=== hc194_universal_shift ===
==> hc194_universal_shift/congestion.png <==
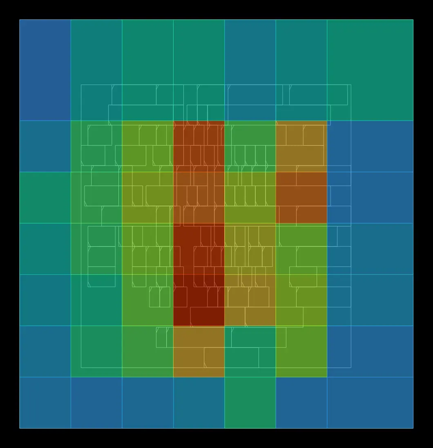

### src/rtl/hc194_universal_shift.sv
// WIDTH-bit 74HC194-style universal shift register with complementary outputs.
// Optional rotate select port p13 enabled by defining HC194_ROTATE_EN.
module hc194_universal_shift #(
    parameter int               WIDTH       = 4,
    parameter logic [WIDTH-1:0] RESET_VALUE = {WIDTH{1'b0}}
) (
    input  logic             p2,
    input  logic             p1,
    input  logic             p3,
    input  logic             p4,
    input  logic             p5,
    input  logic             p6,
    input  logic             p7,
    input  logic [WIDTH-1:0] p8,
    output logic [WIDTH-1:0] p9,
    output logic [WIDTH-1:0] p10,
    output logic             p11,
    output logic             p12
`ifdef HC194_ROTATE_EN
    ,
    input  logic             p13
`endif
);

    logic [WIDTH-1:0] q_q  = RESET_VALUE;
    logic [WIDTH-1:0] qn_q = ~RESET_VALUE;
    logic [WIDTH-1:0] q_d;
    logic             sr_in;
    logic             sl_in;

`ifdef HC194_ROTATE_EN
    assign sr_in = p13 ? q_q[WIDTH-1] : p6;
    assign sl_in = p13 ? q_q[0] : p7;
`else
    assign sr_in = p6;
    assign sl_in = p7;
`endif

    // Unknown mode bits fall through to the hold default.
    always_comb begin
        q_d = q_q;
        if (p3) begin
            case ({p5, p4})
                2'b01:   q_d = {q_q[WIDTH-2:0], sr_in};
                2'b10:   q_d = {sl_in, q_q[WIDTH-1:1]};
                2'b11:   q_d = p8;
                default: q_d = q_q;
            endcase
        end
    end

    always_ff @(posedge p2) begin
        if (p1) begin
            q_q  <= RESET_VALUE;
            qn_q <= ~RESET_VALUE;
        end else begin
            q_q  <= q_d;
            qn_q <= ~q_d;
        end
    end

    assign p9  = q_q;
    assign p10 = qn_q;
    assign p11 = q_q[WIDTH-1];
    assign p12 = q_q[0];

endmodule

### config.mk
export PLATFORM = sky130hd
export DESIGN_NAME = hc194_universal_shift
export DESIGN_NICKNAME = d
export VERILOG_FILES = /design/src/rtl/hc194_universal_shift.sv
export SDC_FILE = /design/constraint.sdc
export NUM_CORES = 1
export LEC_CHECK = 0
export ABC_AREA = 1
export CAP_MARGIN = 30
export CORE_AREA = 8 8 45 47
export DETAILED_ROUTE_END_ITERATION = 12
export DIE_AREA = 0 0 53 55
export PLACE_DENSITY = 0.79
export SLEW_MARGIN = 25
export SYNTH_ARGS = -nofsm -noshare
export SYNTH_HDL_FRONTEND = slang
export SYNTH_SLANG_ARGS = --single-unit
### constraint.sdc
create_clock -name p2 -period 1.1 [get_ports p2]
set_input_delay 0.275 -clock p2 [delete_from_list [all_inputs] [get_ports p2]]
set_output_delay 0.275 -clock p2 [all_outputs]
set_load 0.1 [all_outputs]
=== alu_share_ctrl ===
File: src/rtl/alu_share_ctrl_pkg.sv
// Shared definitions for the two-requester ALU share controller: op codes, FSM states
// and default widths.
package alu_share_ctrl_pkg;

    localparam int unsigned DEF_WIDTH = 32;
    localparam int unsigned DEF_OPW   = 3;

    localparam logic [2:0] ALU_ADD = 3'b000;
    localparam logic [2:0] ALU_SUB = 3'b001;
    localparam logic [2:0] ALU_BR  = 3'b010;
    localparam logic [2:0] ALU_AND = 3'b011;
    localparam logic [2:0] ALU_OR  = 3'b100;

    typedef enum logic [1:0] {
        StIdle,
        StExec,
        StResp
    } state_e;

endpackage

File: src/rtl/alu_share_ctrl_alu_core.sv
// Combinational ALU shared by both requesters. Branch compare is unsigned and its
// result word is forced to zero.
module alu_core
    import alu_share_ctrl_pkg::*;
#(
    parameter int unsigned WIDTH = DEF_WIDTH,
    parameter int unsigned OPW   = DEF_OPW
) (
    input  logic [WIDTH-1:0] a,
    input  logic [WIDTH-1:0] b,
    input  logic [OPW-1:0]   op,
    output logic [WIDTH-1:0] result,
    output logic             branch
);

    always_comb begin
        result = '0;
        branch = 1'b0;
        case (op)
            OPW'(ALU_ADD): result = a + b;
            OPW'(ALU_SUB): result = a - b;
            OPW'(ALU_BR):  branch = (a < b);
            OPW'(ALU_AND): result = a & b;
            OPW'(ALU_OR):  result = a | b;
            default: ;
        endcase
    end

endmodule

File: src/rtl/alu_share_ctrl.sv
// Round-robin share of one ALU between the execute slot (port 0) and the auxiliary
// unit (port 1); one operation in flight, response held until consumed.
module alu_share_ctrl
    import alu_share_ctrl_pkg::*;
#(
    parameter int unsigned WIDTH = DEF_WIDTH,
    parameter int unsigned OPW   = DEF_OPW
) (
    input  logic             clk,
    input  logic             rst_n,
    input  logic [1:0]       req_valid,
    output logic [1:0]       req_ready,
    input  logic [WIDTH-1:0] req0_a,
    input  logic [WIDTH-1:0] req0_b,
    input  logic [OPW-1:0]   req0_op,
    input  logic [WIDTH-1:0] req1_a,
    input  logic [WIDTH-1:0] req1_b,
    input  logic [OPW-1:0]   req1_op,
    output logic             rsp_valid,
    input  logic             rsp_ready,
    output logic             rsp_id,
    output logic [WIDTH-1:0] rsp_result,
    output logic             rsp_branch
);

    state_e           state_q, state_d;
    logic [WIDTH-1:0] opa_q, opb_q;
    logic [OPW-1:0]   opc_q;
    logic             opid_q;
    logic             last_grant_q;
    logic [WIDTH-1:0] rsp_result_q;
    logic             rsp_branch_q, rsp_id_q;
    logic [1:0]       grant;
    logic             grant_ok, accept, sel;
    logic [WIDTH-1:0] alu_result;
    logic             alu_branch;

    // Grant window also closed while reset is held so req_ready reads 00 immediately.
    always_comb begin
        grant    = 2'b00;
        grant_ok = rst_n && ((state_q == StIdle) || ((state_q == StResp) && rsp_ready));
        if (grant_ok) begin
            if (req_valid == 2'b11) begin
                grant = last_grant_q ? 2'b01 : 2'b10;
            end else begin
                grant = req_valid;
            end
        end
        accept = |grant;
        sel    = grant[1];
    end

    always_comb begin
        state_d = state_q;
        case (state_q)
            StIdle: if (accept) state_d = StExec;
            StExec: state_d = StResp;
            StResp: if (rsp_ready) state_d = accept ? StExec : StIdle;
            default: state_d = StIdle;
        endcase
    end

    always_ff @(posedge clk or negedge rst_n) begin
        if (!rst_n) begin
            state_q      <= StIdle;
            last_grant_q <= 1'b1;
            opa_q        <= '0;
            opb_q        <= '0;
            opc_q        <= '0;
            opid_q       <= 1'b0;
            rsp_result_q <= '0;
            rsp_branch_q <= 1'b0;
            rsp_id_q     <= 1'b0;
        end else begin
            state_q <= state_d;
            if (accept) begin
                last_grant_q <= sel;
                opa_q        <= sel ? req1_a  : req0_a;
                opb_q        <= sel ? req1_b  : req0_b;
                opc_q        <= sel ? req1_op : req0_op;
                opid_q       <= sel;
            end
            if (state_q == StExec) begin
                rsp_result_q <= alu_result;
                rsp_branch_q <= alu_branch;
                rsp_id_q     <= opid_q;
            end
        end
    end

    alu_core #(
        .WIDTH (WIDTH),
        .OPW   (OPW)
    ) u_alu (
        .a      (opa_q),
        .b      (opb_q),
        .op     (opc_q),
        .result (alu_result),
        .branch (alu_branch)
    );

    assign req_ready  = grant;
    assign rsp_valid  = (state_q == StResp);
    assign rsp_result = rsp_result_q;
    assign rsp_branch = rsp_branch_q;
    assign rsp_id     = rsp_id_q;

endmodule

File: config.mk
export PLATFORM = sky130hd
export DESIGN_NAME = alu_share_ctrl
export DESIGN_NICKNAME = d
export VERILOG_FILES = /design/src/rtl/alu_share_ctrl_pkg.sv /design/src/rtl/alu_share_ctrl_alu_core.sv /design/src/rtl/alu_share_ctrl.sv
export SDC_FILE = /design/constraint.sdc
export NUM_CORES = 1
export LEC_CHECK = 0
export ABC_AREA = 1
export ABC_CLOCK_PERIOD_IN_PS = 2200
export CELL_PAD_IN_SITES_DETAIL_PLACEMENT = 1
export CELL_PAD_IN_SITES_GLOBAL_PLACEMENT = 1
export CORE_MARGIN = 1.5
export CORE_UTILIZATION = 38
export CTS_CLUSTER_SIZE = 14
export DETAILED_ROUTE_END_ITERATION = 16
export PLACE_DENSITY_LB_ADDON = 0.1
export RECOVER_POWER = 25
export SLEW_MARGIN = 20
export SYNTH_ARGS = -nofsm -noshare
export SYNTH_HDL_FRONTEND = slang
export SYNTH_SLANG_ARGS = --single-unit
File: constraint.sdc
create_clock -name clk -period 2.2 [get_ports clk]
set_input_delay 0.44 -clock clk [delete_from_list [all_inputs] [get_ports clk]]
set_output_delay 0.44 -clock clk [all_outputs]
set_load 0.01 [all_outputs]
=== spi_master_flat ===
File: src/rtl/spi_pkg.sv
// Shared types and constants for the SPI mode-0 master.
package spi_pkg;

    localparam int SPI_WIDTH = 8;

    typedef enum logic [1:0] {
        IDLE,
        SETUP,
        XFER,
        HOLD
    } spi_state_e;

endpackage

File: src/rtl/spi_master_if.sv
// User-side handshake and SPI pin bundle for spi_master.
interface spi_master_if;
    import spi_pkg::*;

    logic [SPI_WIDTH-1:0] tx_data;
    logic                 tx_start;
    logic [SPI_WIDTH-1:0] rx_data;
    logic                 data_valid;
    logic                 busy;
    logic                 sclk;
    logic                 cs;
    logic                 mosi;
    logic                 miso;

    modport master (
        input  tx_data, tx_start, miso,
        output rx_data, data_valid, busy, sclk, cs, mosi
    );

    modport slave (
        output tx_data, tx_start, miso,
        input  rx_data, data_valid, busy, sclk, cs, mosi
    );

endinterface

File: src/rtl/spi_half_tick.sv
// Half-period timer: one-cycle tick every CLK_DIV clocks, restartable via clear.
module spi_half_tick #(
    parameter int CLK_DIV = 4
) (
    input  logic clk,
    input  logic rst_n,
    input  logic clear,
    output logic tick
);

    localparam int CW = $clog2(CLK_DIV + 1);
    localparam logic [CW-1:0] LAST = CW'(CLK_DIV - 1);

    logic [CW-1:0] cnt;

    always_ff @(posedge clk or negedge rst_n) begin
        if (!rst_n) begin
            cnt <= '0;
        end else if (clear || (cnt == LAST)) begin
            cnt <= '0;
        end else begin
            cnt <= cnt + CW'(1);
        end
    end

    // Tick is not masked by clear so the FSM can use it to decide a clear.
    assign tick = (cnt == LAST);

endmodule

File: src/rtl/spi_master.sv
// SPI mode-0 master, one byte per transfer, MSB first, SCLK = clk/(2*CLK_DIV).
// Optional back-to-back bursts with CS held low: define SPI_MASTER_BURST_EN.
module spi_master
    import spi_pkg::*;
#(
    parameter int CLK_DIV = 4
) (
    input  logic             clk,
    input  logic             rst_n,
    spi_master_if.master     bus
);

    spi_state_e           state;
    logic [SPI_WIDTH-1:0] tx_shift;
    logic [SPI_WIDTH-1:0] rx_shift;
    logic [2:0]           bit_cnt;
    logic                 sclk_q;
    logic                 cs_q;
    logic                 mosi_q;
    logic                 busy_q;
    logic                 valid_q;
    logic [SPI_WIDTH-1:0] rx_q;

    logic tick;
    logic clear;
    logic burst_acc;

`ifdef SPI_MASTER_BURST_EN
    assign burst_acc = (state == HOLD) && tick && bus.tx_start;
`else
    assign burst_acc = 1'b0;
`endif

    // Counter sits at zero while idle so the first half-period is exactly CLK_DIV long.
    assign clear = (state == IDLE) || burst_acc;

    spi_half_tick #(
        .CLK_DIV (CLK_DIV)
    ) u_half_tick (
        .clk   (clk),
        .rst_n (rst_n),
        .clear (clear),
        .tick  (tick)
    );

    always_ff @(posedge clk or negedge rst_n) begin
        if (!rst_n) begin
            state    <= IDLE;
            tx_shift <= '0;
            rx_shift <= '0;
            bit_cnt  <= '0;
            sclk_q   <= 1'b0;
            cs_q     <= 1'b1;
            mosi_q   <= 1'b0;
            busy_q   <= 1'b0;
            valid_q  <= 1'b0;
            rx_q     <= '0;
        end else begin
            valid_q <= 1'b0;
            case (state)
                IDLE: begin
                    if (bus.tx_start) begin
                        tx_shift <= bus.tx_data;
                        mosi_q   <= bus.tx_data[SPI_WIDTH-1];
                        cs_q     <= 1'b0;
                        busy_q   <= 1'b1;
                        state    <= SETUP;
                    end
                end
                SETUP: begin
                    if (tick) begin
                        sclk_q   <= 1'b1;
                        rx_shift <= {rx_shift[SPI_WIDTH-2:0], bus.miso};
                        bit_cnt  <= bit_cnt + 3'd1;
                        state    <= XFER;
                    end
                end
                XFER: begin
                    if (tick) begin
                        if (!sclk_q) begin
                            sclk_q   <= 1'b1;
                            rx_shift <= {rx_shift[SPI_WIDTH-2:0], bus.miso};
                            bit_cnt  <= bit_cnt + 3'd1;
                        end else begin
                            sclk_q <= 1'b0;
                            // bit_cnt wraps to zero on the eighth rising edge.
                            if (bit_cnt == 3'd0) begin
                                state <= HOLD;
                            end else begin
                                tx_shift <= {tx_shift[SPI_WIDTH-2:0], 1'b0};
                                mosi_q   <= tx_shift[SPI_WIDTH-2];
                            end
                        end
                    end
                end
                HOLD: begin
                    if (tick) begin
                        rx_q    <= rx_shift;
                        valid_q <= 1'b1;
                        if (burst_acc) begin
                            tx_shift <= bus.tx_data;
                            mosi_q   <= bus.tx_data[SPI_WIDTH-1];
                            state    <= SETUP;
                        end else begin
                            cs_q   <= 1'b1;
                            busy_q <= 1'b0;
                            state  <= IDLE;
                        end
                    end
                end
                default: state <= IDLE;
            endcase
        end
    end

    assign bus.sclk       = sclk_q;
    assign bus.cs         = cs_q;
    assign bus.mosi       = mosi_q;
    assign bus.busy       = busy_q;
    assign bus.data_valid = valid_q;
    assign bus.rx_data    = rx_q;

endmodule

File: src/flat_wrapper.sv
// flat-port wrapper written by rule: the top's interface ports become plain ports
module spi_master_flat import spi_pkg::*;
#(
    parameter int CLK_DIV = 4
)
  (clk, rst_n, bus_tx_data, bus_tx_start, bus_miso, bus_rx_data, bus_data_valid, bus_busy, bus_sclk, bus_cs, bus_mosi);
  spi_master_if bus_i ();
  input  logic clk;
  input  logic rst_n;
  input wire logic [$bits(bus_i.tx_data)-1:0] bus_tx_data;
  input wire logic [$bits(bus_i.tx_start)-1:0] bus_tx_start;
  input wire logic [$bits(bus_i.miso)-1:0] bus_miso;
  output wire logic [$bits(bus_i.rx_data)-1:0] bus_rx_data;
  output wire logic [$bits(bus_i.data_valid)-1:0] bus_data_valid;
  output wire logic [$bits(bus_i.busy)-1:0] bus_busy;
  output wire logic [$bits(bus_i.sclk)-1:0] bus_sclk;
  output wire logic [$bits(bus_i.cs)-1:0] bus_cs;
  output wire logic [$bits(bus_i.mosi)-1:0] bus_mosi;
  assign bus_i.tx_data = bus_tx_data;
  assign bus_i.tx_start = bus_tx_start;
  assign bus_i.miso = bus_miso;
  assign bus_rx_data = bus_i.rx_data;
  assign bus_data_valid = bus_i.data_valid;
  assign bus_busy = bus_i.busy;
  assign bus_sclk = bus_i.sclk;
  assign bus_cs = bus_i.cs;
  assign bus_mosi = bus_i.mosi;
  spi_master #(.CLK_DIV(CLK_DIV)) u_core (.clk(clk), .rst_n(rst_n), .bus(bus_i));
endmodule
File: config.mk
export PLATFORM = sky130hd
export DESIGN_NAME = spi_master_flat
export DESIGN_NICKNAME = d
export VERILOG_FILES = /design/src/rtl/spi_pkg.sv /design/src/rtl/spi_master_if.sv /design/src/rtl/spi_half_tick.sv /design/src/rtl/spi_master.sv /design/src/flat_wrapper.sv
export SDC_FILE = /design/constraint.sdc
export NUM_CORES = 1
export LEC_CHECK = 0
export CORE_MARGIN = 4
export CORE_UTILIZATION = 57
export DETAILED_ROUTE_END_ITERATION = 8
export PLACE_DENSITY = 0.94
export SLEW_MARGIN = 10
export SYNTH_ARGS = -nofsm -noshare
export SYNTH_HDL_FRONTEND = slang
export SYNTH_SLANG_ARGS = --single-unit
File: constraint.sdc
create_clock -name clk -period 4.96 [get_ports clk]
set_input_delay 0.992 -clock clk [delete_from_list [all_inputs] [get_ports clk]]
set_output_delay 0.992 -clock clk [all_outputs]
set_load 0.03 [all_outputs]
==> alu_share_ctrl/io_fan.png <==
(2 px per um)
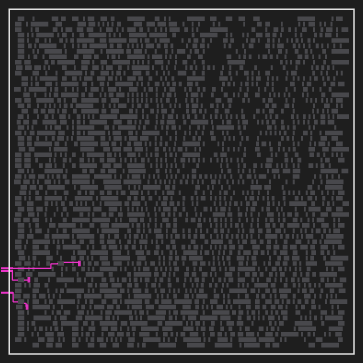
- magenta: req1_op (direction input; end cells 3; buffers 3; wire 54.0 um)
I/O pin total: 176
port bufs: 175

==> notes.md, alu_share_ctrl <==
yosys + openroad results -> Pre-Place Util=38.8%, Clock transition at path regs=80 ps, CP Launch Type=register, die width=172 um, # rows=61, Cell Type Count=39, inserted tap cell count=378, Antenna Cells=0, adder share=12.5%, failing checks=setup timing, arrival time worst endpoint=2470 ps, Die Ht=172 um, Remaining DRCs=0, outcome=complete, but fails checks, final WL=48.9 mm, area leader, netlist=dfrtp_1, PnR worst setup slack=-2.84 ps, # setup viols final=1, fraction of layout cells with a size suffix above 1=23.0%, total CTS buffers=9, Multi-input comb cells=1311, total number of vias=13.0k, Syn-to-layout area delta=45.8%, Seq/total area=16.7%, internal power=13.6 mW, CTS Hold Bufs=0, Final GP Congestion=0.941, Post-synth seq share=24.3%, most frequent logic cells in the routed design=599 x nand2_1, 272 x inv_1, 221 x buf_4, highest-power group=combinational cells
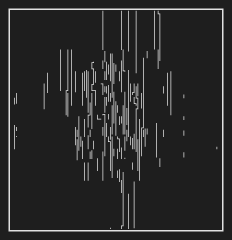
(hc194_universal_shift/layer_met2.png)
(4 px per um)
- share of all routed wire: 48%
- nets with wire on the layer: 93
- longest straight run: 17.5 um
met2 Track Usage GR: 17.6%
final WL: 1.35 mm

==> hc194_universal_shift/io_placement.png <==
(4 px per um) Pins as bars across the die edge, other pins in gray.
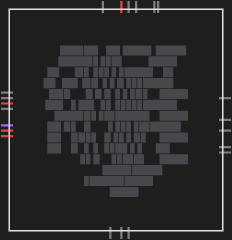
- purple: p7 (pins 1; direction input; edge left)
- red: p8 (pins 4; direction input; edge 3 left, 1 top)
- all pins by edge: 7 left, 6 top, 5 right, 3 bottom
die width: 53 um
port bufs: 20

About hc194_universal_shift/congestion.png:
Util after Layout: 64.8%
wire per inst: 10.9 um
GR Util met1: 11.0%

==> notes.md, hc194_universal_shift <==
yosys + openroad results -> final design instance area without fill=897 um^2, Syn-to-layout area delta=74.9%, met3 global-route usage=2.94%, Fill cells=118, Leak Pwr=0.463 nW, CP bufs+invs=1, Sw Pwr=0.443 mW, FMAX=920 MHz, Floorplan Nets=95, outcome=finished, final reports clean, Non-clk bufs=26, Mux area share=0%, Synth Area per Inst=6.11 um^2, WL met1=590 um, power density over cell area=1200 nW/um^2, hold_sp=p3, Top cell excl fill/tap=nand2_1
==> spi_master_flat/io_placement.png <==
(4 px per um) Pins as bars across the die edge, other pins in gray.
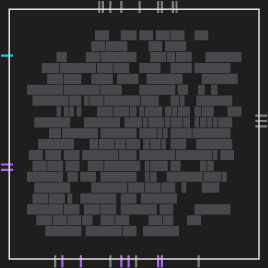
- cyan: clk (pins 1; direction input; edge left)
- purple: bus_rx_data (pins 8; direction output; edge 6 bottom, 2 left)

==> notes.md, spi_master_flat <==
yosys + openroad results -> first-pass GRT wire length=5.11 mm, Floorplan Nets=146, Flop Count=36, vias per cell=5.46, FMAX=378 MHz, Max Buffers Root-to-Sink=2, area leader, netlist=dfrtp_1, outcome=finished, final reports clean, WP data required=5200 ps, Antenna Violating Nets Remaining=0, largest class=sequential cells, CTS tree=done, Top cell excl fill/tap=dfrtp_1, number of enable flip-flop cells=0, GR Util met1=21.6%, clock group total power=0.149 mW, final design instance area without fill=1980 um^2, All-Layer GR Usage=19.2%, Fill cells=191, top-area cell type share of the netlist area=52.5%, NonClk Buf Share=12.5%, CP Cell Sequence=inv_1 > ha_1 > nor2_1 > o211ai_1 > mux2_2, invs w/o clock=9, XORs/XNORs by Area=1.05%, Most Used Layer, Global Route=met2, period utilization=53.4%, clk sinks=36, most frequent logic cells in the routed design=35 x dfrtp_1, 25 x mux2_2, 24 x clkdlybuf4s50_1, metal2 WL=1.57 mm, Max H-tree Level=2, Mux area share=24.1%, Root Driver=clkbuf_4, I/O pin total=25, Max-slew headroom=26.6%, RSZ-0062 raised after global routing=false, Yosys warnings=0, cts repair resizes=0, Hold WS=438 ps

=== pulse_param_regfile ===
==> pulse_param_regfile/wires.png <==
(1.5 px per um)
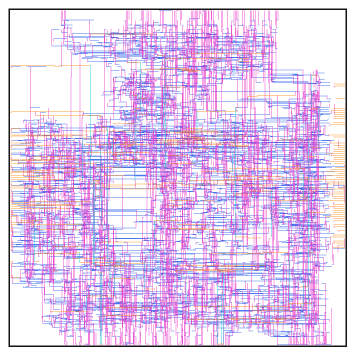

File: src/rtl/pulse_param_regfile.sv
// UART command decoder and parameter register file for the pulse generator.
// Frames are DATA_BYTES data bytes (LSB first) plus one command byte; each frame gets a reply.
module pulse_param_regfile #(
    parameter int NUM_REGS    = 8,
    parameter int DATA_BYTES  = 4,
    parameter logic [NUM_REGS*8*DATA_BYTES-1:0] RESET_VALS = {(NUM_REGS*8*DATA_BYTES){1'b0}},
    parameter int TIMEOUT_CYC = 2010000
) (
    input  logic                             clk,
    input  logic                             rst_n,
    input  logic                             rx_valid,
    input  logic [7:0]                       rx_byte,
    input  logic                             tx_busy,
    output logic                             tx_start,
    output logic [7:0]                       tx_byte,
    output logic [NUM_REGS*8*DATA_BYTES-1:0] regs_flat,
    output logic [NUM_REGS-1:0]              reg_upd,
    output logic                             frame_err
);

    localparam int DW = 8 * DATA_BYTES;
    localparam int BW = $clog2(DATA_BYTES + 1);
    localparam int IW = $clog2(TIMEOUT_CYC);
    localparam int RW = $clog2(DATA_BYTES + 2);
    localparam int AW = (NUM_REGS > 1) ? $clog2(NUM_REGS) : 1;

    localparam logic [BW-1:0] CNT_CMD  = BW'(DATA_BYTES);
    localparam logic [IW-1:0] IDLE_MAX = IW'(TIMEOUT_CYC - 1);
    localparam logic [IW-1:0] IDLE_SAT = {IW{1'b1}};
    localparam logic [7:0]    NREGS8   = 8'(NUM_REGS);
    localparam logic [RW-1:0] LEN_ONE  = RW'(1);
    localparam logic [RW-1:0] LEN_READ = RW'(DATA_BYTES + 1);

    localparam logic [2:0] S_RX      = 3'd0;
    localparam logic [2:0] S_EXEC    = 3'd1;
    localparam logic [2:0] S_TX_LOAD = 3'd2;
    localparam logic [2:0] S_TX_GAP  = 3'd3;
    localparam logic [2:0] S_TX_WAIT = 3'd4;

    // Byte-wise additive checksum used for every reply.
    function automatic logic [7:0] f_csum(input logic [DW-1:0] d);
        logic [7:0] s;
        s = 8'd0;
        for (int i = 0; i < DATA_BYTES; i++) begin
            s = s + d[8*i +: 8];
        end
        return s;
    endfunction

    logic              r_rx_valid_q;
    logic [2:0]        r_state;
    logic [BW-1:0]     r_byte_cnt;
    logic [IW-1:0]     r_idle_cnt;
    logic [DW-1:0]     r_shift;
    logic [7:0]        r_cmd;
    logic [DW-1:0]     r_regs  [NUM_REGS];
    logic [7:0]        r_reply [DATA_BYTES+1];
    logic [RW-1:0]     r_reply_len;
    logic [RW-1:0]     r_tx_idx;
    logic              r_tx_start;
    logic [7:0]        r_tx_byte;
    logic [NUM_REGS-1:0] r_reg_upd;
    logic              r_frame_err;

    logic              w_rx_rise;
    logic [6:0]        w_addr;
    logic              w_is_read;
    logic              w_addr_ok;
    logic [AW-1:0]     w_idx;
    logic [DW-1:0]     w_snap;
    logic              w_wr_en;
    logic              w_drop;
    logic              w_timeout;
    logic              w_bad_addr;

    // Command decode and error sources for the current cycle.
    always_comb begin
        w_rx_rise  = rx_valid & ~r_rx_valid_q;
        w_addr     = r_cmd[6:0];
        w_is_read  = r_cmd[7];
        w_addr_ok  = ({1'b0, w_addr} < NREGS8);
        w_idx      = w_addr[AW-1:0];
        w_snap     = r_regs[w_idx];
        w_wr_en    = (r_state == S_EXEC) && !w_is_read && w_addr_ok;
        w_drop     = w_rx_rise && (r_state != S_RX);
        w_bad_addr = (r_state == S_EXEC) && !w_addr_ok;
        w_timeout  = (r_state == S_RX) && !w_rx_rise &&
                     (r_byte_cnt != {BW{1'b0}}) && (r_idle_cnt == IDLE_MAX);
    end

    // Edge detector on the UART received flag.
    always_ff @(posedge clk or negedge rst_n) begin
        if (!rst_n) begin
            r_rx_valid_q <= 1'b0;
        end else begin
            r_rx_valid_q <= rx_valid;
        end
    end

    // Inter-byte idle counter; only runs while a frame is partially received.
    always_ff @(posedge clk or negedge rst_n) begin
        if (!rst_n) begin
            r_idle_cnt <= {IW{1'b0}};
        end else if (w_rx_rise || (r_byte_cnt == {BW{1'b0}}) || w_timeout) begin
            r_idle_cnt <= {IW{1'b0}};
        end else if (r_idle_cnt != IDLE_SAT) begin
            r_idle_cnt <= r_idle_cnt + IW'(1);
        end
    end

    // Parameter registers and their update strobes.
    always_ff @(posedge clk or negedge rst_n) begin
        if (!rst_n) begin
            for (int i = 0; i < NUM_REGS; i++) begin
                r_regs[i] <= RESET_VALS[i*DW +: DW];
            end
            r_reg_upd <= {NUM_REGS{1'b0}};
        end else begin
            r_reg_upd <= {NUM_REGS{1'b0}};
            if (w_wr_en) begin
                r_regs[w_idx]    <= r_shift;
                r_reg_upd[w_idx] <= 1'b1;
            end
        end
    end

    // Single pulse per cycle regardless of how many error sources fire together.
    always_ff @(posedge clk or negedge rst_n) begin
        if (!rst_n) begin
            r_frame_err <= 1'b0;
        end else begin
            r_frame_err <= w_drop | w_timeout | w_bad_addr;
        end
    end

    // Frame collection, command execution and reply sequencing.
    always_ff @(posedge clk or negedge rst_n) begin
        if (!rst_n) begin
            r_state     <= S_RX;
            r_byte_cnt  <= {BW{1'b0}};
            r_shift     <= {DW{1'b0}};
            r_cmd       <= 8'd0;
            r_reply_len <= {RW{1'b0}};
            r_tx_idx    <= {RW{1'b0}};
            r_tx_start  <= 1'b0;
            r_tx_byte   <= 8'd0;
            for (int i = 0; i <= DATA_BYTES; i++) begin
                r_reply[i] <= 8'd0;
            end
        end else begin
            r_tx_start <= 1'b0;
            case (r_state)
                S_RX: begin
                    if (w_rx_rise) begin
                        if (r_byte_cnt == CNT_CMD) begin
                            r_cmd      <= rx_byte;
                            r_byte_cnt <= {BW{1'b0}};
                            r_state    <= S_EXEC;
                        end else begin
                            r_shift[{r_byte_cnt, 3'b000} +: 8] <= rx_byte;
                            r_byte_cnt <= r_byte_cnt + BW'(1);
                        end
                    end else if (w_timeout) begin
                        r_byte_cnt <= {BW{1'b0}};
                        r_shift    <= {DW{1'b0}};
                    end
                end
                S_EXEC: begin
                    if (w_is_read && w_addr_ok) begin
                        for (int i = 0; i < DATA_BYTES; i++) begin
                            r_reply[i] <= w_snap[8*i +: 8];
                        end
                        r_reply[DATA_BYTES] <= f_csum(w_snap);
                        r_reply_len         <= LEN_READ;
                    end else begin
                        r_reply[0]  <= w_addr_ok ? f_csum(r_shift) : (f_csum(r_shift) ^ 8'hFF);
                        r_reply_len <= LEN_ONE;
                    end
                    r_tx_idx <= {RW{1'b0}};
                    r_state  <= S_TX_LOAD;
                end
                S_TX_LOAD: begin
                    if (!tx_busy) begin
                        r_tx_byte  <= r_reply[r_tx_idx];
                        r_tx_start <= 1'b1;
                        r_tx_idx   <= r_tx_idx + RW'(1);
                        r_state    <= S_TX_GAP;
                    end
                end
                // The UART raises busy a cycle after the request, so its level is ignored here.
                S_TX_GAP: begin
                    r_state <= S_TX_WAIT;
                end
                S_TX_WAIT: begin
                    if (!tx_busy) begin
                        r_state <= (r_tx_idx < r_reply_len) ? S_TX_LOAD : S_RX;
                    end
                end
                default: begin
                    r_state <= S_RX;
                end
            endcase
        end
    end

    generate
        for (genvar g = 0; g < NUM_REGS; g++) begin : g_flat
            assign regs_flat[g*DW +: DW] = r_regs[g];
        end
    endgenerate

    assign tx_start  = r_tx_start;
    assign tx_byte   = r_tx_byte;
    assign reg_upd   = r_reg_upd;
    assign frame_err = r_frame_err;

endmodule

File: config.mk
export PLATFORM = sky130hd
export DESIGN_NAME = pulse_param_regfile
export DESIGN_NICKNAME = d
export VERILOG_FILES = /design/src/rtl/pulse_param_regfile.sv
export SDC_FILE = /design/constraint.sdc
export NUM_CORES = 1
export LEC_CHECK = 0
export CORE_MARGIN = 4
export CORE_UTILIZATION = 40
export CTS_CLUSTER_SIZE = 30
export DETAILED_ROUTE_END_ITERATION = 16
export GPL_TIMING_DRIVEN = 0
export MAX_ROUTING_LAYER = met4
export PLACE_DENSITY = 0.67
export REMOVE_ABC_BUFFERS = 1
export SLEW_MARGIN = 20
export SYNTH_ARGS = -nofsm -noshare
export SYNTH_HDL_FRONTEND = slang
export SYNTH_SLANG_ARGS = --single-unit
File: constraint.sdc
create_clock -name clk -period 6.5 [get_ports clk]
set_clock_uncertainty 0.15 [all_clocks]
set_input_delay 0.975 -clock clk [delete_from_list [all_inputs] [get_ports clk]]
set_output_delay 0.975 -clock clk [all_outputs]
set_load 0.1 [all_outputs]
=== imem_line_cache ===
$ cat src/rtl/rv32i_types.sv
// Shared types for the instruction-side cache: FSM state encoding and line geometry.
package rv32i_types;

  typedef enum logic [1:0] {
    IDLE   = 2'd0,
    LOOKUP = 2'd1,
    FILL   = 2'd2
  } imem_cache_state_t;

  localparam int LINE_WORDS  = 8;
  localparam int OFFSET_BITS = 5;

endpackage

$ cat src/rtl/icache_line_array.sv
// Flop-based valid/tag/data storage for the direct-mapped instruction cache.
// Combinational read by index, one synchronous write port; only valid bits are reset.
module icache_line_array
  import rv32i_types::*;
#(
  parameter int NUM_SETS   = 16,
  parameter int TAG_BITS   = 23,
  parameter int LINE_BITS  = 256,
  parameter int INDEX_BITS = $clog2(NUM_SETS)
) (
  input  logic                  clk,
  input  logic                  rst,
  input  logic [INDEX_BITS-1:0] rd_index,
  output logic                  rd_valid,
  output logic [TAG_BITS-1:0]   rd_tag,
  output logic [LINE_BITS-1:0]  rd_line,
  input  logic                  wr_en,
  input  logic [INDEX_BITS-1:0] wr_index,
  input  logic [TAG_BITS-1:0]   wr_tag,
  input  logic [LINE_BITS-1:0]  wr_line
);

  logic [NUM_SETS-1:0]  valid_reg;
  logic [TAG_BITS-1:0]  tag_reg  [NUM_SETS];
  logic [LINE_BITS-1:0] data_reg [NUM_SETS];

  genvar gi;
  generate
    for (gi = 0; gi < NUM_SETS; gi++) begin : g_valid
      always_ff @(posedge clk) begin
        if (rst) begin
          valid_reg[gi] <= 1'b0;
        end else if (wr_en && (wr_index == INDEX_BITS'(gi))) begin
          valid_reg[gi] <= 1'b1;
        end
      end
    end
  endgenerate

  // Tag and data need no reset: they are never consulted while the valid bit is clear.
  always_ff @(posedge clk) begin
    if (wr_en) begin
      tag_reg[wr_index]  <= wr_tag;
      data_reg[wr_index] <= wr_line;
    end
  end

  assign rd_valid = valid_reg[rd_index];
  assign rd_tag   = tag_reg[rd_index];
  assign rd_line  = data_reg[rd_index];

endmodule

$ cat src/rtl/imem_line_cache.sv
// Read-only direct-mapped instruction cache: one 32-bit word per accepted fetch request,
// whole-line refill over a single-beat backing-memory port.
module imem_line_cache
  import rv32i_types::*;
#(
  parameter int NUM_SETS   = 16,
  parameter int LINE_BYTES = 32
) (
  input  logic                    clk,
  input  logic                    rst,
  input  logic                    imem_req,
  input  logic [31:0]             imem_addr,
  input  logic [3:0]              imem_rmask,
  output logic                    imem_resp,
  output logic [31:0]             imem_rdata,
  output logic                    dfp_read,
  output logic [31:0]             dfp_addr,
  input  logic [LINE_BYTES*8-1:0] dfp_rdata,
  input  logic                    dfp_resp
);

  localparam int LINE_BITS  = LINE_BYTES * 8;
  localparam int INDEX_BITS = $clog2(NUM_SETS);
  localparam int TAG_BITS   = 32 - OFFSET_BITS - INDEX_BITS;

  imem_cache_state_t state_reg, state_next;
  logic [31:2]       addr_reg;
  logic              fill_done_reg;

  logic                  accept;
  logic                  hit;
  logic                  latch_en;
  logic                  wr_en;
  logic [INDEX_BITS-1:0] req_index;
  logic [TAG_BITS-1:0]   req_tag;
  logic [2:0]            req_offset;
  logic                  rd_valid;
  logic [TAG_BITS-1:0]   rd_tag;
  logic [LINE_BITS-1:0]  rd_line;
  logic [31:0]           line_words [LINE_WORDS];
  logic [1:0]            unused_bits;

  assign unused_bits = imem_addr[1:0];

  assign accept     = imem_req && (imem_rmask != 4'b0000);
  assign req_index  = addr_reg[OFFSET_BITS +: INDEX_BITS];
  assign req_tag    = addr_reg[31 -: TAG_BITS];
  assign req_offset = addr_reg[4:2];
  assign hit        = rd_valid && (rd_tag == req_tag);

  // Requests are only taken when idle or alongside a hit; anything else is dropped.
  assign latch_en = accept && ((state_reg == IDLE) || ((state_reg == LOOKUP) && hit));
  assign wr_en    = (state_reg == FILL) && !fill_done_reg && dfp_resp;

  icache_line_array #(
    .NUM_SETS  (NUM_SETS),
    .TAG_BITS  (TAG_BITS),
    .LINE_BITS (LINE_BITS)
  ) u_array (
    .clk      (clk),
    .rst      (rst),
    .rd_index (req_index),
    .rd_valid (rd_valid),
    .rd_tag   (rd_tag),
    .rd_line  (rd_line),
    .wr_en    (wr_en),
    .wr_index (req_index),
    .wr_tag   (req_tag),
    .wr_line  (dfp_rdata)
  );

  genvar gi;
  generate
    for (gi = 0; gi < LINE_WORDS; gi++) begin : g_words
      assign line_words[gi] = rd_line[32*gi +: 32];
    end
  endgenerate

  always_ff @(posedge clk) begin
    if (rst) begin
      state_reg     <= IDLE;
      fill_done_reg <= 1'b0;
    end else begin
      state_reg     <= state_next;
      // One settle cycle after the line lands keeps refill latency at two cycles.
      fill_done_reg <= wr_en;
    end
  end

  always_ff @(posedge clk) begin
    if (!rst && latch_en) begin
      addr_reg <= imem_addr[31:2];
    end
  end

  always_comb begin
    state_next = state_reg;
    unique case (state_reg)
      IDLE:    if (accept) state_next = LOOKUP;
      LOOKUP:  if (!hit) state_next = FILL;
               else if (!accept) state_next = IDLE;
      FILL:    if (fill_done_reg) state_next = LOOKUP;
      default: state_next = IDLE;
    endcase
  end

  always_comb begin
    imem_resp  = 1'b0;
    imem_rdata = '0;
    dfp_read   = 1'b0;
    dfp_addr   = '0;
    if ((state_reg == LOOKUP) && hit) begin
      imem_resp  = 1'b1;
      imem_rdata = line_words[req_offset];
    end
    if ((state_reg == FILL) && !fill_done_reg) begin
      dfp_read = 1'b1;
      dfp_addr = {addr_reg[31:5], 5'b00000};
    end
  end

endmodule

$ cat config.mk
export PLATFORM = sky130hd
export DESIGN_NAME = imem_line_cache
export DESIGN_NICKNAME = d
export VERILOG_FILES = /design/src/rtl/rv32i_types.sv /design/src/rtl/icache_line_array.sv /design/src/rtl/imem_line_cache.sv
export SDC_FILE = /design/constraint.sdc
export NUM_CORES = 2
export LEC_CHECK = 0
export CORE_MARGIN = 1
export CORE_UTILIZATION = 43
export CTS_BUF_LIST = sky130_fd_sc_hd__clkbuf_8
export CTS_CLUSTER_DIAMETER = 40
export DETAILED_ROUTE_END_ITERATION = 7
export SLEW_MARGIN = 25
export SYNTH_ARGS = -nofsm -noshare
export SYNTH_HDL_FRONTEND = slang
export SYNTH_MEMORY_MAX_BITS = 65536
export SYNTH_SLANG_ARGS = --single-unit
$ cat constraint.sdc
create_clock -name clk -period 39.3 [get_ports clk]
set_clock_uncertainty 0.05 [all_clocks]
set_input_delay 11.79 -clock clk [delete_from_list [all_inputs] [get_ports clk]]
set_output_delay 11.79 -clock clk [all_outputs]
set_load 0.01 [all_outputs]
=== bp_stall_counter_ctrl ===
File: src/rtl/bp_stall_prof_pkg.sv
// Shared types and constants for the stall-counter control sequencer.
package bp_stall_prof_pkg;

    typedef enum logic [1:0] {
        e_cmd_start = 2'd0,
        e_cmd_stop  = 2'd1,
        e_cmd_clear = 2'd2,
        e_cmd_snap  = 2'd3
    } bp_stall_cmd_e;

    typedef enum logic [1:0] {
        e_idle  = 2'd0,
        e_snap  = 2'd1,
        e_drain = 2'd2,
        e_clear = 2'd3
    } bp_stall_ctrl_state_e;

    localparam int unsigned overrun_width_gp = 8;

endpackage

File: src/rtl/bp_stall_period_timer.sv
// Free-running period timer; pulses tick_o once every period_i enabled cycles.
module bp_stall_period_timer #(
    parameter int unsigned width_p = 32
) (
    input  logic               clk_i,
    input  logic               reset_n_i,
    input  logic               en_i,
    input  logic               clr_i,
    input  logic [width_p-1:0] period_i,
    output logic               tick_o
);

    localparam logic [width_p-1:0] one = width_p'(1);

    logic [width_p-1:0] count_r;

    // >= rather than == so a shrinking period fires at once instead of wrapping
    assign tick_o = en_i && (period_i != '0) && (count_r >= period_i - one);

    // Count enabled cycles, restarting on tick or explicit clear
    always_ff @(posedge clk_i or negedge reset_n_i) begin
        if (!reset_n_i) begin
            count_r <= '0;
        end else if (clr_i || tick_o) begin
            count_r <= '0;
        end else if (en_i) begin
            count_r <= count_r + one;
        end
    end

endmodule

File: src/rtl/bp_stall_counter_ctrl.sv
// Freeze/clear control and atomic snapshot readout for the stall-counter bank.
module bp_stall_counter_ctrl
    import bp_stall_prof_pkg::*;
#(
    parameter int unsigned num_counters_p = 18,
    parameter int unsigned width_p        = 32,
    localparam int unsigned idx_width_lp  = $clog2(num_counters_p + 1)
) (
    input  logic                              clk_i,
    input  logic                              reset_n_i,
    input  logic                              cmd_v_i,
    input  logic [1:0]                        cmd_i,
    output logic                              cmd_ready_o,
    input  logic [width_p-1:0]                period_i,
    input  logic [num_counters_p*width_p-1:0] counters_i,
    output logic                              freeze_o,
    output logic                              clear_o,
    output logic [width_p-1:0]                data_o,
    output logic [idx_width_lp-1:0]           data_idx_o,
    output logic                              data_v_o,
    output logic                              data_last_o,
    input  logic                              data_ready_i,
    output logic [overrun_width_gp-1:0]       overrun_o,
    output logic                              busy_o
);

    localparam logic [overrun_width_gp-1:0] overrun_max = '1;
    localparam logic [idx_width_lp-1:0]     last_idx    = idx_width_lp'(num_counters_p);

    bp_stall_ctrl_state_e state_r, state_next;
    bp_stall_cmd_e        cmd;

    logic                          run_r;
    logic [width_p-1:0]            seq_r;
    logic [idx_width_lp-1:0]       idx_r;
    logic [overrun_width_gp-1:0]   overrun_r;
    logic [width_p-1:0]            shadow_r [num_counters_p];

    logic cmd_fire, tick, timer_en, timer_clr, tick_drop, last_beat;

    assign cmd        = bp_stall_cmd_e'(cmd_i);
    assign cmd_fire   = cmd_v_i && (state_r == e_idle);
    assign timer_en   = run_r && (period_i != '0);
    assign timer_clr  = (cmd_fire && (cmd == e_cmd_start)) || (state_r == e_clear);
    // A tick is only usable in IDLE when no command claims the cycle
    assign tick_drop  = tick && ((state_r != e_idle) || cmd_fire);
    assign last_beat  = (idx_r == last_idx);

    bp_stall_period_timer #(
        .width_p (width_p)
    ) u_timer (
        .clk_i     (clk_i),
        .reset_n_i (reset_n_i),
        .en_i      (timer_en),
        .clr_i     (timer_clr),
        .period_i  (period_i),
        .tick_o    (tick)
    );

    // Next-state: commands outrank a coincident tick
    always_comb begin
        state_next = state_r;
        case (state_r)
            e_idle: begin
                if (cmd_fire) begin
                    if (cmd == e_cmd_clear) begin
                        state_next = e_clear;
                    end else if (cmd == e_cmd_snap) begin
                        state_next = e_snap;
                    end
                end else if (tick) begin
                    state_next = e_snap;
                end
            end
            e_snap:  state_next = e_drain;
            e_drain: if (data_ready_i && last_beat) state_next = e_idle;
            e_clear: state_next = e_idle;
            default: state_next = e_idle;
        endcase
    end

    // Control state, sequence number, beat index and overrun counter
    always_ff @(posedge clk_i or negedge reset_n_i) begin
        if (!reset_n_i) begin
            state_r   <= e_idle;
            run_r     <= 1'b0;
            seq_r     <= '0;
            idx_r     <= '0;
            overrun_r <= '0;
        end else begin
            state_r <= state_next;
            if (cmd_fire && (cmd == e_cmd_start)) run_r <= 1'b1;
            if (cmd_fire && (cmd == e_cmd_stop))  run_r <= 1'b0;
            if (state_r == e_snap) begin
                seq_r <= seq_r + width_p'(1);
                idx_r <= '0;
            end else if (state_r == e_clear) begin
                seq_r <= '0;
            end
            if (state_r == e_drain && data_ready_i) begin
                idx_r <= last_beat ? '0 : idx_r + idx_width_lp'(1);
            end
            if (state_r == e_clear) begin
                overrun_r <= '0;
            end else if (tick_drop && (overrun_r != overrun_max)) begin
                overrun_r <= overrun_r + 1'b1;
            end
        end
    end

    // Shadow copy: every counter captured on the same edge
    always_ff @(posedge clk_i or negedge reset_n_i) begin
        if (!reset_n_i) begin
            shadow_r <= '{default: '0};
        end else if (state_r == e_snap) begin
            for (int k = 0; k < num_counters_p; k++) begin
                shadow_r[k] <= counters_i[k*width_p +: width_p];
            end
        end
    end

    // Readout mux: beat 0 is the sequence number, beat k+1 is counter k
    always_comb begin
        data_o = seq_r;
        for (int k = 0; k < num_counters_p; k++) begin
            if (idx_r == idx_width_lp'(k + 1)) data_o = shadow_r[k];
        end
    end

    assign data_idx_o  = idx_r;
    assign data_v_o    = (state_r == e_drain);
    assign data_last_o = (state_r == e_drain) && last_beat;
    assign clear_o     = (state_r == e_clear);
    assign cmd_ready_o = (state_r == e_idle);
    assign busy_o      = (state_r != e_idle);
    assign freeze_o    = ~run_r;
    assign overrun_o   = overrun_r;

endmodule

File: config.mk
export PLATFORM = sky130hd
export DESIGN_NAME = bp_stall_counter_ctrl
export DESIGN_NICKNAME = d
export VERILOG_FILES = /design/src/rtl/bp_stall_prof_pkg.sv /design/src/rtl/bp_stall_period_timer.sv /design/src/rtl/bp_stall_counter_ctrl.sv
export SDC_FILE = /design/constraint.sdc
export NUM_CORES = 2
export LEC_CHECK = 0
export CORE_AREA = 2 2 260 262
export CTS_BUF_LIST = sky130_fd_sc_hd__clkbuf_16
export DETAILED_ROUTE_END_ITERATION = 12
export DIE_AREA = 0 0 262 264
export PLACE_DENSITY = 0.74
export SYNTH_ARGS = -nofsm -noshare
export SYNTH_HDL_FRONTEND = slang
export SYNTH_SLANG_ARGS = --single-unit
File: constraint.sdc
create_clock -name clk_i -period 3.7 [get_ports clk_i]
set_input_delay 0.74 -clock clk_i [delete_from_list [all_inputs] [get_ports clk_i]]
set_output_delay 0.74 -clock clk_i [all_outputs]
set_load 0.02 [all_outputs]
=== parity_seq_gen ===
--- src/rtl/parity_seq_gen.sv ---
// Streams COUNT words of one parity (even or odd), stepping by 2 with wrap, over a valid/ready port.
// Optional parity monitor and sticky err output: define PARITY_SEQ_GEN_CHECK_EN.
module parity_seq_gen #(
    parameter int WIDTH = 8,
    parameter int CNT_W = 8
) (
    input  logic             clk,
    input  logic             rst_n,
    input  logic             start,
    input  logic             want_even,
    input  logic [WIDTH-1:0] seed,
    input  logic [CNT_W-1:0] count,
    output logic [WIDTH-1:0] out_data,
    output logic             out_valid,
    input  logic             out_ready,
    output logic             busy,
    output logic             done
`ifdef PARITY_SEQ_GEN_CHECK_EN
    ,
    output logic             err
`endif
);

    typedef enum logic [1:0] {
        S_IDLE = 2'd0,
        S_EMIT = 2'd1,
        S_FIN  = 2'd2
    } state_t;

    state_t           r_state;
    state_t           w_next;
    logic [WIDTH-1:0] r_data;
    logic             r_valid;
    logic [CNT_W-1:0] r_rem;

    logic             w_xfer;
    logic             w_accept;
    logic             w_cnt_zero;
    logic             w_last;
    logic [WIDTH-1:0] w_first;

    assign w_xfer     = r_valid & out_ready;
    assign w_accept   = (r_state == S_IDLE) & start;
    assign w_cnt_zero = (count == '0);
    assign w_last     = (r_rem == CNT_W'(1));
    // Bump the seed to the next value when its LSB has the wrong parity.
    assign w_first    = (seed[0] == ~want_even) ? seed : seed + WIDTH'(1);

    always_ff @(posedge clk or negedge rst_n) begin
        if (!rst_n) begin
            r_state <= S_IDLE;
        end else begin
            r_state <= w_next;
        end
    end

    always_comb begin
        w_next = r_state;
        case (r_state)
            S_IDLE: begin
                if (start) begin
                    w_next = w_cnt_zero ? S_FIN : S_EMIT;
                end
            end
            S_EMIT: begin
                if (w_xfer && w_last) begin
                    w_next = S_FIN;
                end
            end
            S_FIN: begin
                w_next = S_IDLE;
            end
            default: begin
                w_next = S_IDLE;
            end
        endcase
    end

    always_ff @(posedge clk or negedge rst_n) begin
        if (!rst_n) begin
            r_data  <= '0;
            r_valid <= 1'b0;
            r_rem   <= '0;
        end else if (w_accept && !w_cnt_zero) begin
            r_data  <= w_first;
            r_valid <= 1'b1;
            r_rem   <= count;
        end else if ((r_state == S_EMIT) && w_xfer) begin
            if (w_last) begin
                r_valid <= 1'b0;
                r_rem   <= '0;
            end else begin
                r_data <= r_data + WIDTH'(2);
                r_rem  <= r_rem - CNT_W'(1);
            end
        end
    end

    assign out_data  = r_data;
    assign out_valid = r_valid;
    assign busy      = (r_state != S_IDLE);
    assign done      = (r_state == S_FIN);

`ifdef PARITY_SEQ_GEN_CHECK_EN
    logic r_want_even;
    logic r_err;

    always_ff @(posedge clk or negedge rst_n) begin
        if (!rst_n) begin
            r_want_even <= 1'b0;
        end else if (w_accept) begin
            r_want_even <= want_even;
        end
    end

    // Monitor watches the output port itself so any corruption on the way out is caught.
    always_ff @(posedge clk or negedge rst_n) begin
        if (!rst_n) begin
            r_err <= 1'b0;
        end else if (out_valid && out_ready && (out_data[0] != ~r_want_even)) begin
            r_err <= 1'b1;
        end
    end

    assign err = r_err;
`endif

endmodule

--- config.mk ---
export PLATFORM = sky130hd
export DESIGN_NAME = parity_seq_gen
export DESIGN_NICKNAME = d
export VERILOG_FILES = /design/src/rtl/parity_seq_gen.sv
export SDC_FILE = /design/constraint.sdc
export NUM_CORES = 1
export LEC_CHECK = 0
export ABC_AREA = 1
export CAP_MARGIN = 20
export CORE_UTILIZATION = 30
export CTS_CLUSTER_SIZE = 20
export DETAILED_ROUTE_END_ITERATION = 10
export GPL_ROUTABILITY_DRIVEN = 1
export GPL_TIMING_DRIVEN = 0
export PLACE_DENSITY = 0.6
export SYNTH_ARGS = -nofsm -noshare
export SYNTH_HDL_FRONTEND = slang
export SYNTH_SLANG_ARGS = --single-unit
--- constraint.sdc ---
create_clock -name clk -period 3.56 [get_ports clk]
set_clock_uncertainty 0.2 [all_clocks]
set_input_delay 0.712 -clock clk [delete_from_list [all_inputs] [get_ports clk]]
set_output_delay 0.712 -clock clk [all_outputs]
set_load 0.005 [all_outputs]
==> imem_line_cache/wires.png <==
(1 px per um)
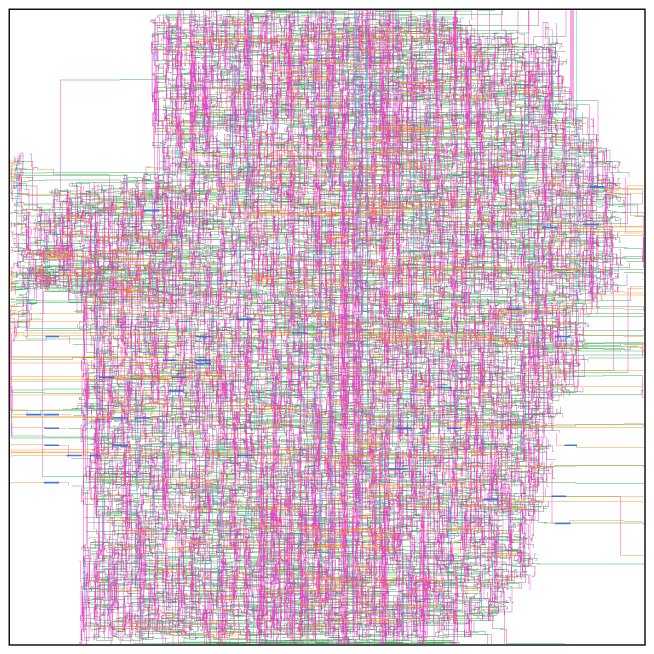
- green: metal 1 (wire length 186 mm)
- blue: metal 5 (wire length 471 um)
- magenta: metal 2 (wire length 211 mm)
- orange: metal 3 (wire length 36.4 mm)
- cyan: metal 4 (wire length 10400 um)

==> notes.md, imem_line_cache <==
yosys + openroad results -> largest class=sequential cells, Util after Layout=49.3%, die area=402000 um^2, P_seq=5.33 mW, # clk buffers=731, die width=634 um, and-or/or-and share of the synthesized area=0.341%, All-Layer GR Usage=22.0%, post-CTS setup buffers=0, sw frac=23.4%, highest-power group=sequential cells, peak supply drop=33.1 uV, area leader, netlist=edfxtp_1, GR Util met1=31.7%, sequential fraction of design power=53.7%, Max H-tree Level=6, invs w/o clock=12, RR Endpoint=addr_reg[24], Flop Count=4517, Seq/total area=69.2%, period utilization=50.6%, top-area cell type share of the netlist area=78.5%, grt ovf=0, I/O pin total=362, Detail Placement HPWL=241 mm, Core Area=397000 um^2, Clock transition at path regs=60 ps, port bufs=354, PnR worst setup slack=19410 ps, fraction of layout cells with a size suffix above 1=30.5%, Pre-Place Util=43.3%, clk tree area frac=6.82%, post-synthesis instance total=6730, cts repair resizes=0, Root Driver=clkbuf_8, Syn-to-layout area delta=13.9%, Synth Area per Inst=25.5 um^2, NonClk Buf Share=2.68%, Setup TNS=0 ps, outcome=finished, final reports clean, Comb area share=17.9%, Crit. End Element=primary output, # setup viols final=0
==> parity_seq_gen/io_placement.png <==
(4 px per um) Pins as bars across the die edge, other pins in gray.
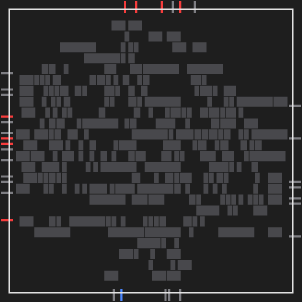
- red: out_data (pins 8; direction output; edge 4 left, 4 top)
- blue: out_ready (pins 1; direction input; edge bottom)
- all pins by edge: 14 left, 7 right, 6 top, 5 bottom
Die Ht: 70.5 um
die width: 70.5 um

==> parity_seq_gen/io_fan.png <==
(6 px per um)
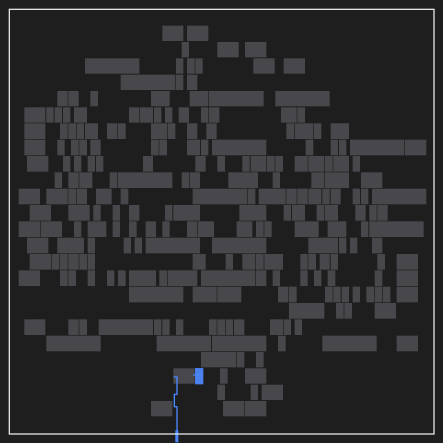
- blue: out_ready (direction input; end cells 1; buffers 1; wire 12.1 um)

==> notes.md, parity_seq_gen <==
yosys + openroad results -> drt first pass iters=7, WL met3=143 um, CTS Hold Bufs=0, Max Buffers Root-to-Sink=2, count leader, synth=nand2_1, Synth Area per Inst=6.94 um^2, reg-to-reg critical path startpoint=r_rem[1], Flop Count=19, Top Metal Used=met4, XORs/XNORs by Area=4.35%, Remaining DRCs=4, GR Util met1=18.5%, outcome=complete, but fails checks, final design instance area without fill=1830 um^2, Post-synth seq share=33.7%, failing checks=DRC, peak supply drop=240 uV, Leak Pwr=0.867 nW
==> pulse_param_regfile/io_placement.png <==
(1 px per um) Pins as bars across the die edge, other pins in gray.
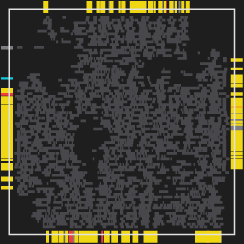
- cyan: rx_valid (pins 1; direction input; edge left)
- yellow: regs_flat (pins 256; direction output; edge 92 bottom, 58 left, 53 top, 53 right)
- red: rx_byte (pins 8; direction input; edge 4 bottom, 2 left, 1 top, 1 right)
- all pins by edge: 101 bottom, 63 left, 62 right, 60 top

==> pulse_param_regfile/io_fan.png <==
(1.5 px per um)
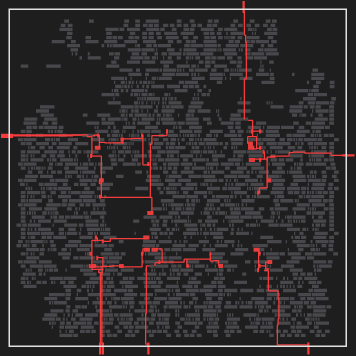
- red: rx_byte (direction input; end cells 40; buffers 8; wire 1030 um)
port bufs: 285
I/O pin total: 286

Notes on pulse_param_regfile/wires.png above:
- magenta: metal 2 (wire length 28.2 mm)
- orange: metal 3 (wire length 3860 um)
- blue: metal 1 (wire length 25.6 mm)
- cyan: metal 4 (wire length 1300 um)
total number of vias: 14.1k
All-Layer GR Usage: 23.9%
wire per inst: 22.8 um
final WL: 59.0 mm

==> notes.md, pulse_param_regfile <==
yosys + openroad results -> outcome=finished, final reports clean, crit path to=r_reply[7], P_seq=2.96 mW, initial antenna violation count=1, die area=50100 um^2, Max H-tree Level=2, yosys stat cell total=1689, PnR worst setup slack=711 ps, CP Depth=17, CP delay by family, top=adder cells, reg-to-reg critical path startpoint=r_cmd[1], most frequent logic cells in the routed design=384 x dfrtp_1, 286 x nand2_1, 284 x clkdlybuf4s50_1, Remaining DRCs=0, sequential fraction of design power=38.0%, Seq/total area=40.6%, inserted tap cell count=600, area leader, netlist=dfrtp_1, synthesized area=18600 um^2, drt first pass iters=5, fraction of layout cells with a size suffix above 1=15.8%, WL met3=3.86 mm, CTS Hold Bufs=0, NonClk Buf Share=14.5%, # rows=78, Antenna Violating Nets Remaining=0, Max-Cap Viols=0, max reg flops=256, Pre-Place Util=40.8%, Syn-to-layout area delta=28.3%, metal2 WL=28.2 mm, clk tree area frac=6.05%, clock group total power=2.52 mW, Leak Pwr=10.6 nW, Comb area=8280 um^2, clock power share=32.4%, slowest stage delay, CP=870 ps, Post-synth seq share=52.0%
==> bp_stall_counter_ctrl/flops_by_reg.png <==
(1 px per um)
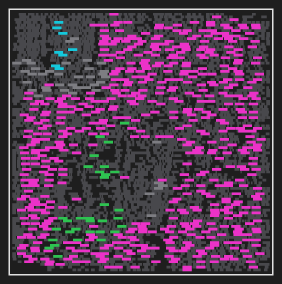
- cyan: overrun_o (placed flops 8; where top left)
- green: seq_r (placed flops 32)
- magenta: shadow_r (placed flops 576; where widely spread)
- not colored: 40
Seq/total area: 34.2%
P_seq: 12.9 mW
Util after Layout: 72.2%

==> notes.md, bp_stall_counter_ctrl <==
yosys + openroad results -> outcome=complete, but fails checks, failing checks=setup timing, PnR worst setup slack=-898 ps, Pre-Place Util=48.3%, drt first pass iters=6, combinational power share=49.9%, top-area cell type share of the netlist area=51.1%, post-CTS setup buffers=90, CP bufs+invs=5, FMAX=218 MHz, reg-to-reg critical path startpoint=u_timer.count_r[10], arrival time worst endpoint=3860 ps, YS chip area=32100 um^2, Detail Placement HPWL=107 mm, first-pass GRT wire length=199 mm, Flop area=16400 um^2, worst hold path class=in -> async, # setup viols final=32


==> gallery <==
Routing congestion.
image #1
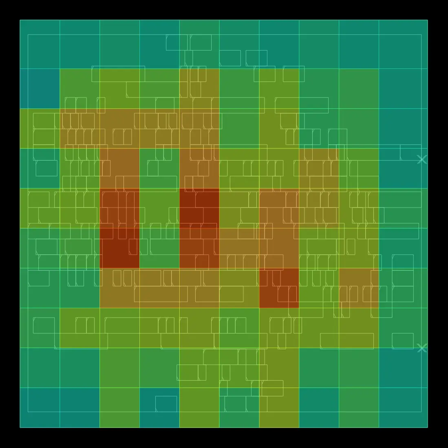
image #2
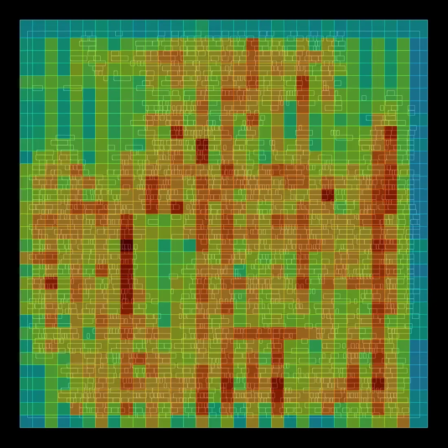
image #3
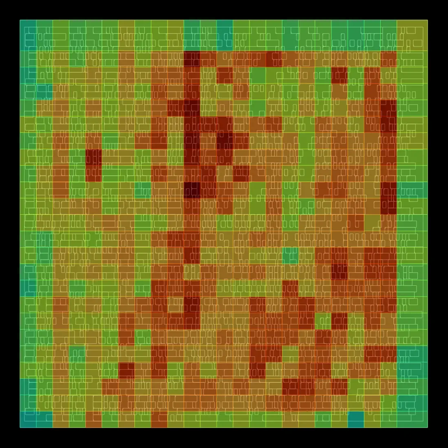
image #4
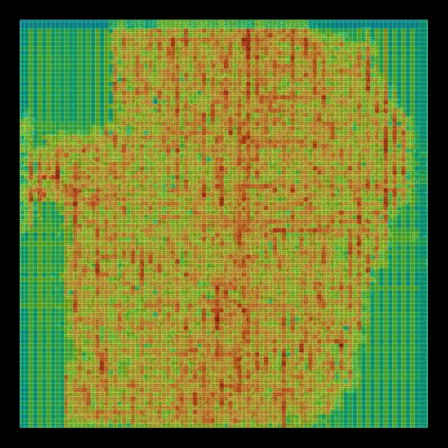
image #5
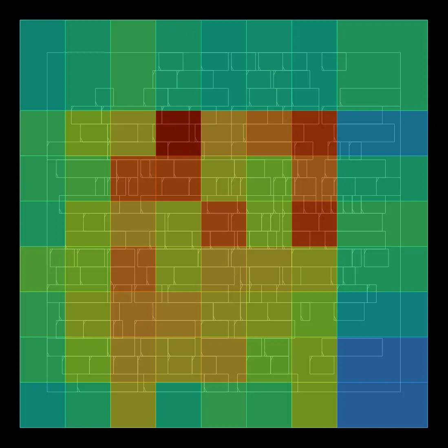
image #6
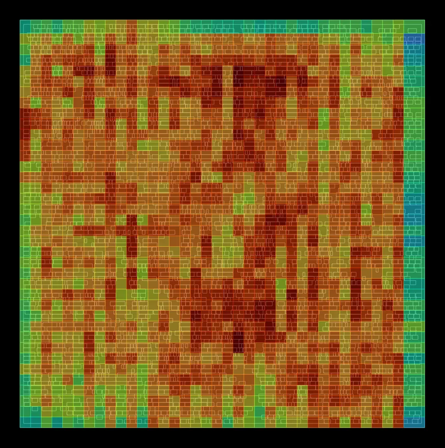
imem_line_cache: image #4
bp_stall_counter_ctrl: image #6
spi_master_flat: image #5
alu_share_ctrl: image #3
pulse_param_regfile: image #2
parity_seq_gen: image #1
- lowest track usage: image #1


==> screenshots <==
Metal layers overlaid.
shot_01.png
(2 px per um)
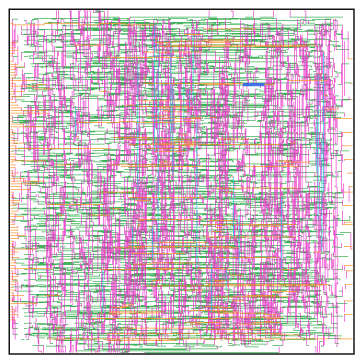
shot_02.png
(6 px per um)
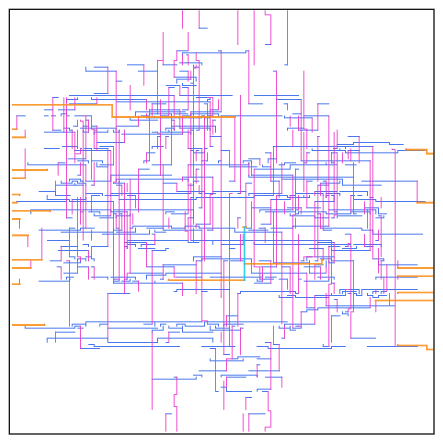
shot_03.png
(6 px per um)
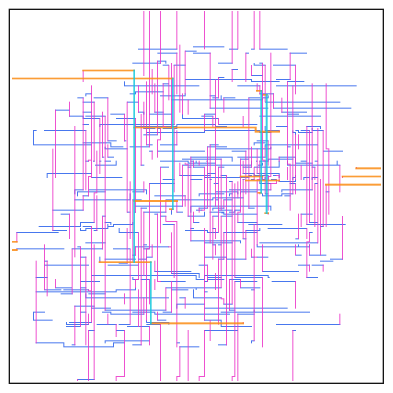
shot_04.png
(1.5 px per um)
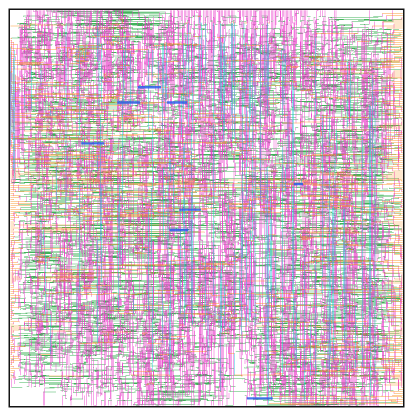
shot_05.png
(6 px per um)
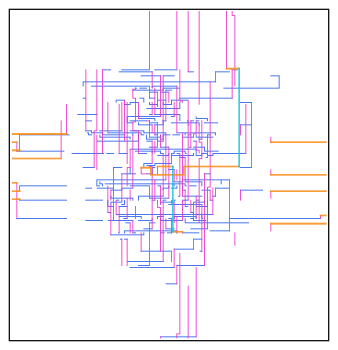
shot_03.png: spi_master_flat
shot_02.png: parity_seq_gen
shot_04.png: bp_stall_counter_ctrl
shot_05.png: hc194_universal_shift
shot_01.png: alu_share_ctrl
- smallest die: shot_05.png

Key to shot_02.png:
- cyan: metal 4 (wire length 8.80 um)
- blue: metal 1 (wire length 1620 um)
- magenta: metal 2 (wire length 1480 um)
- orange: metal 3 (wire length 143 um)

Power is estimated from default activity; no workload was simulated.
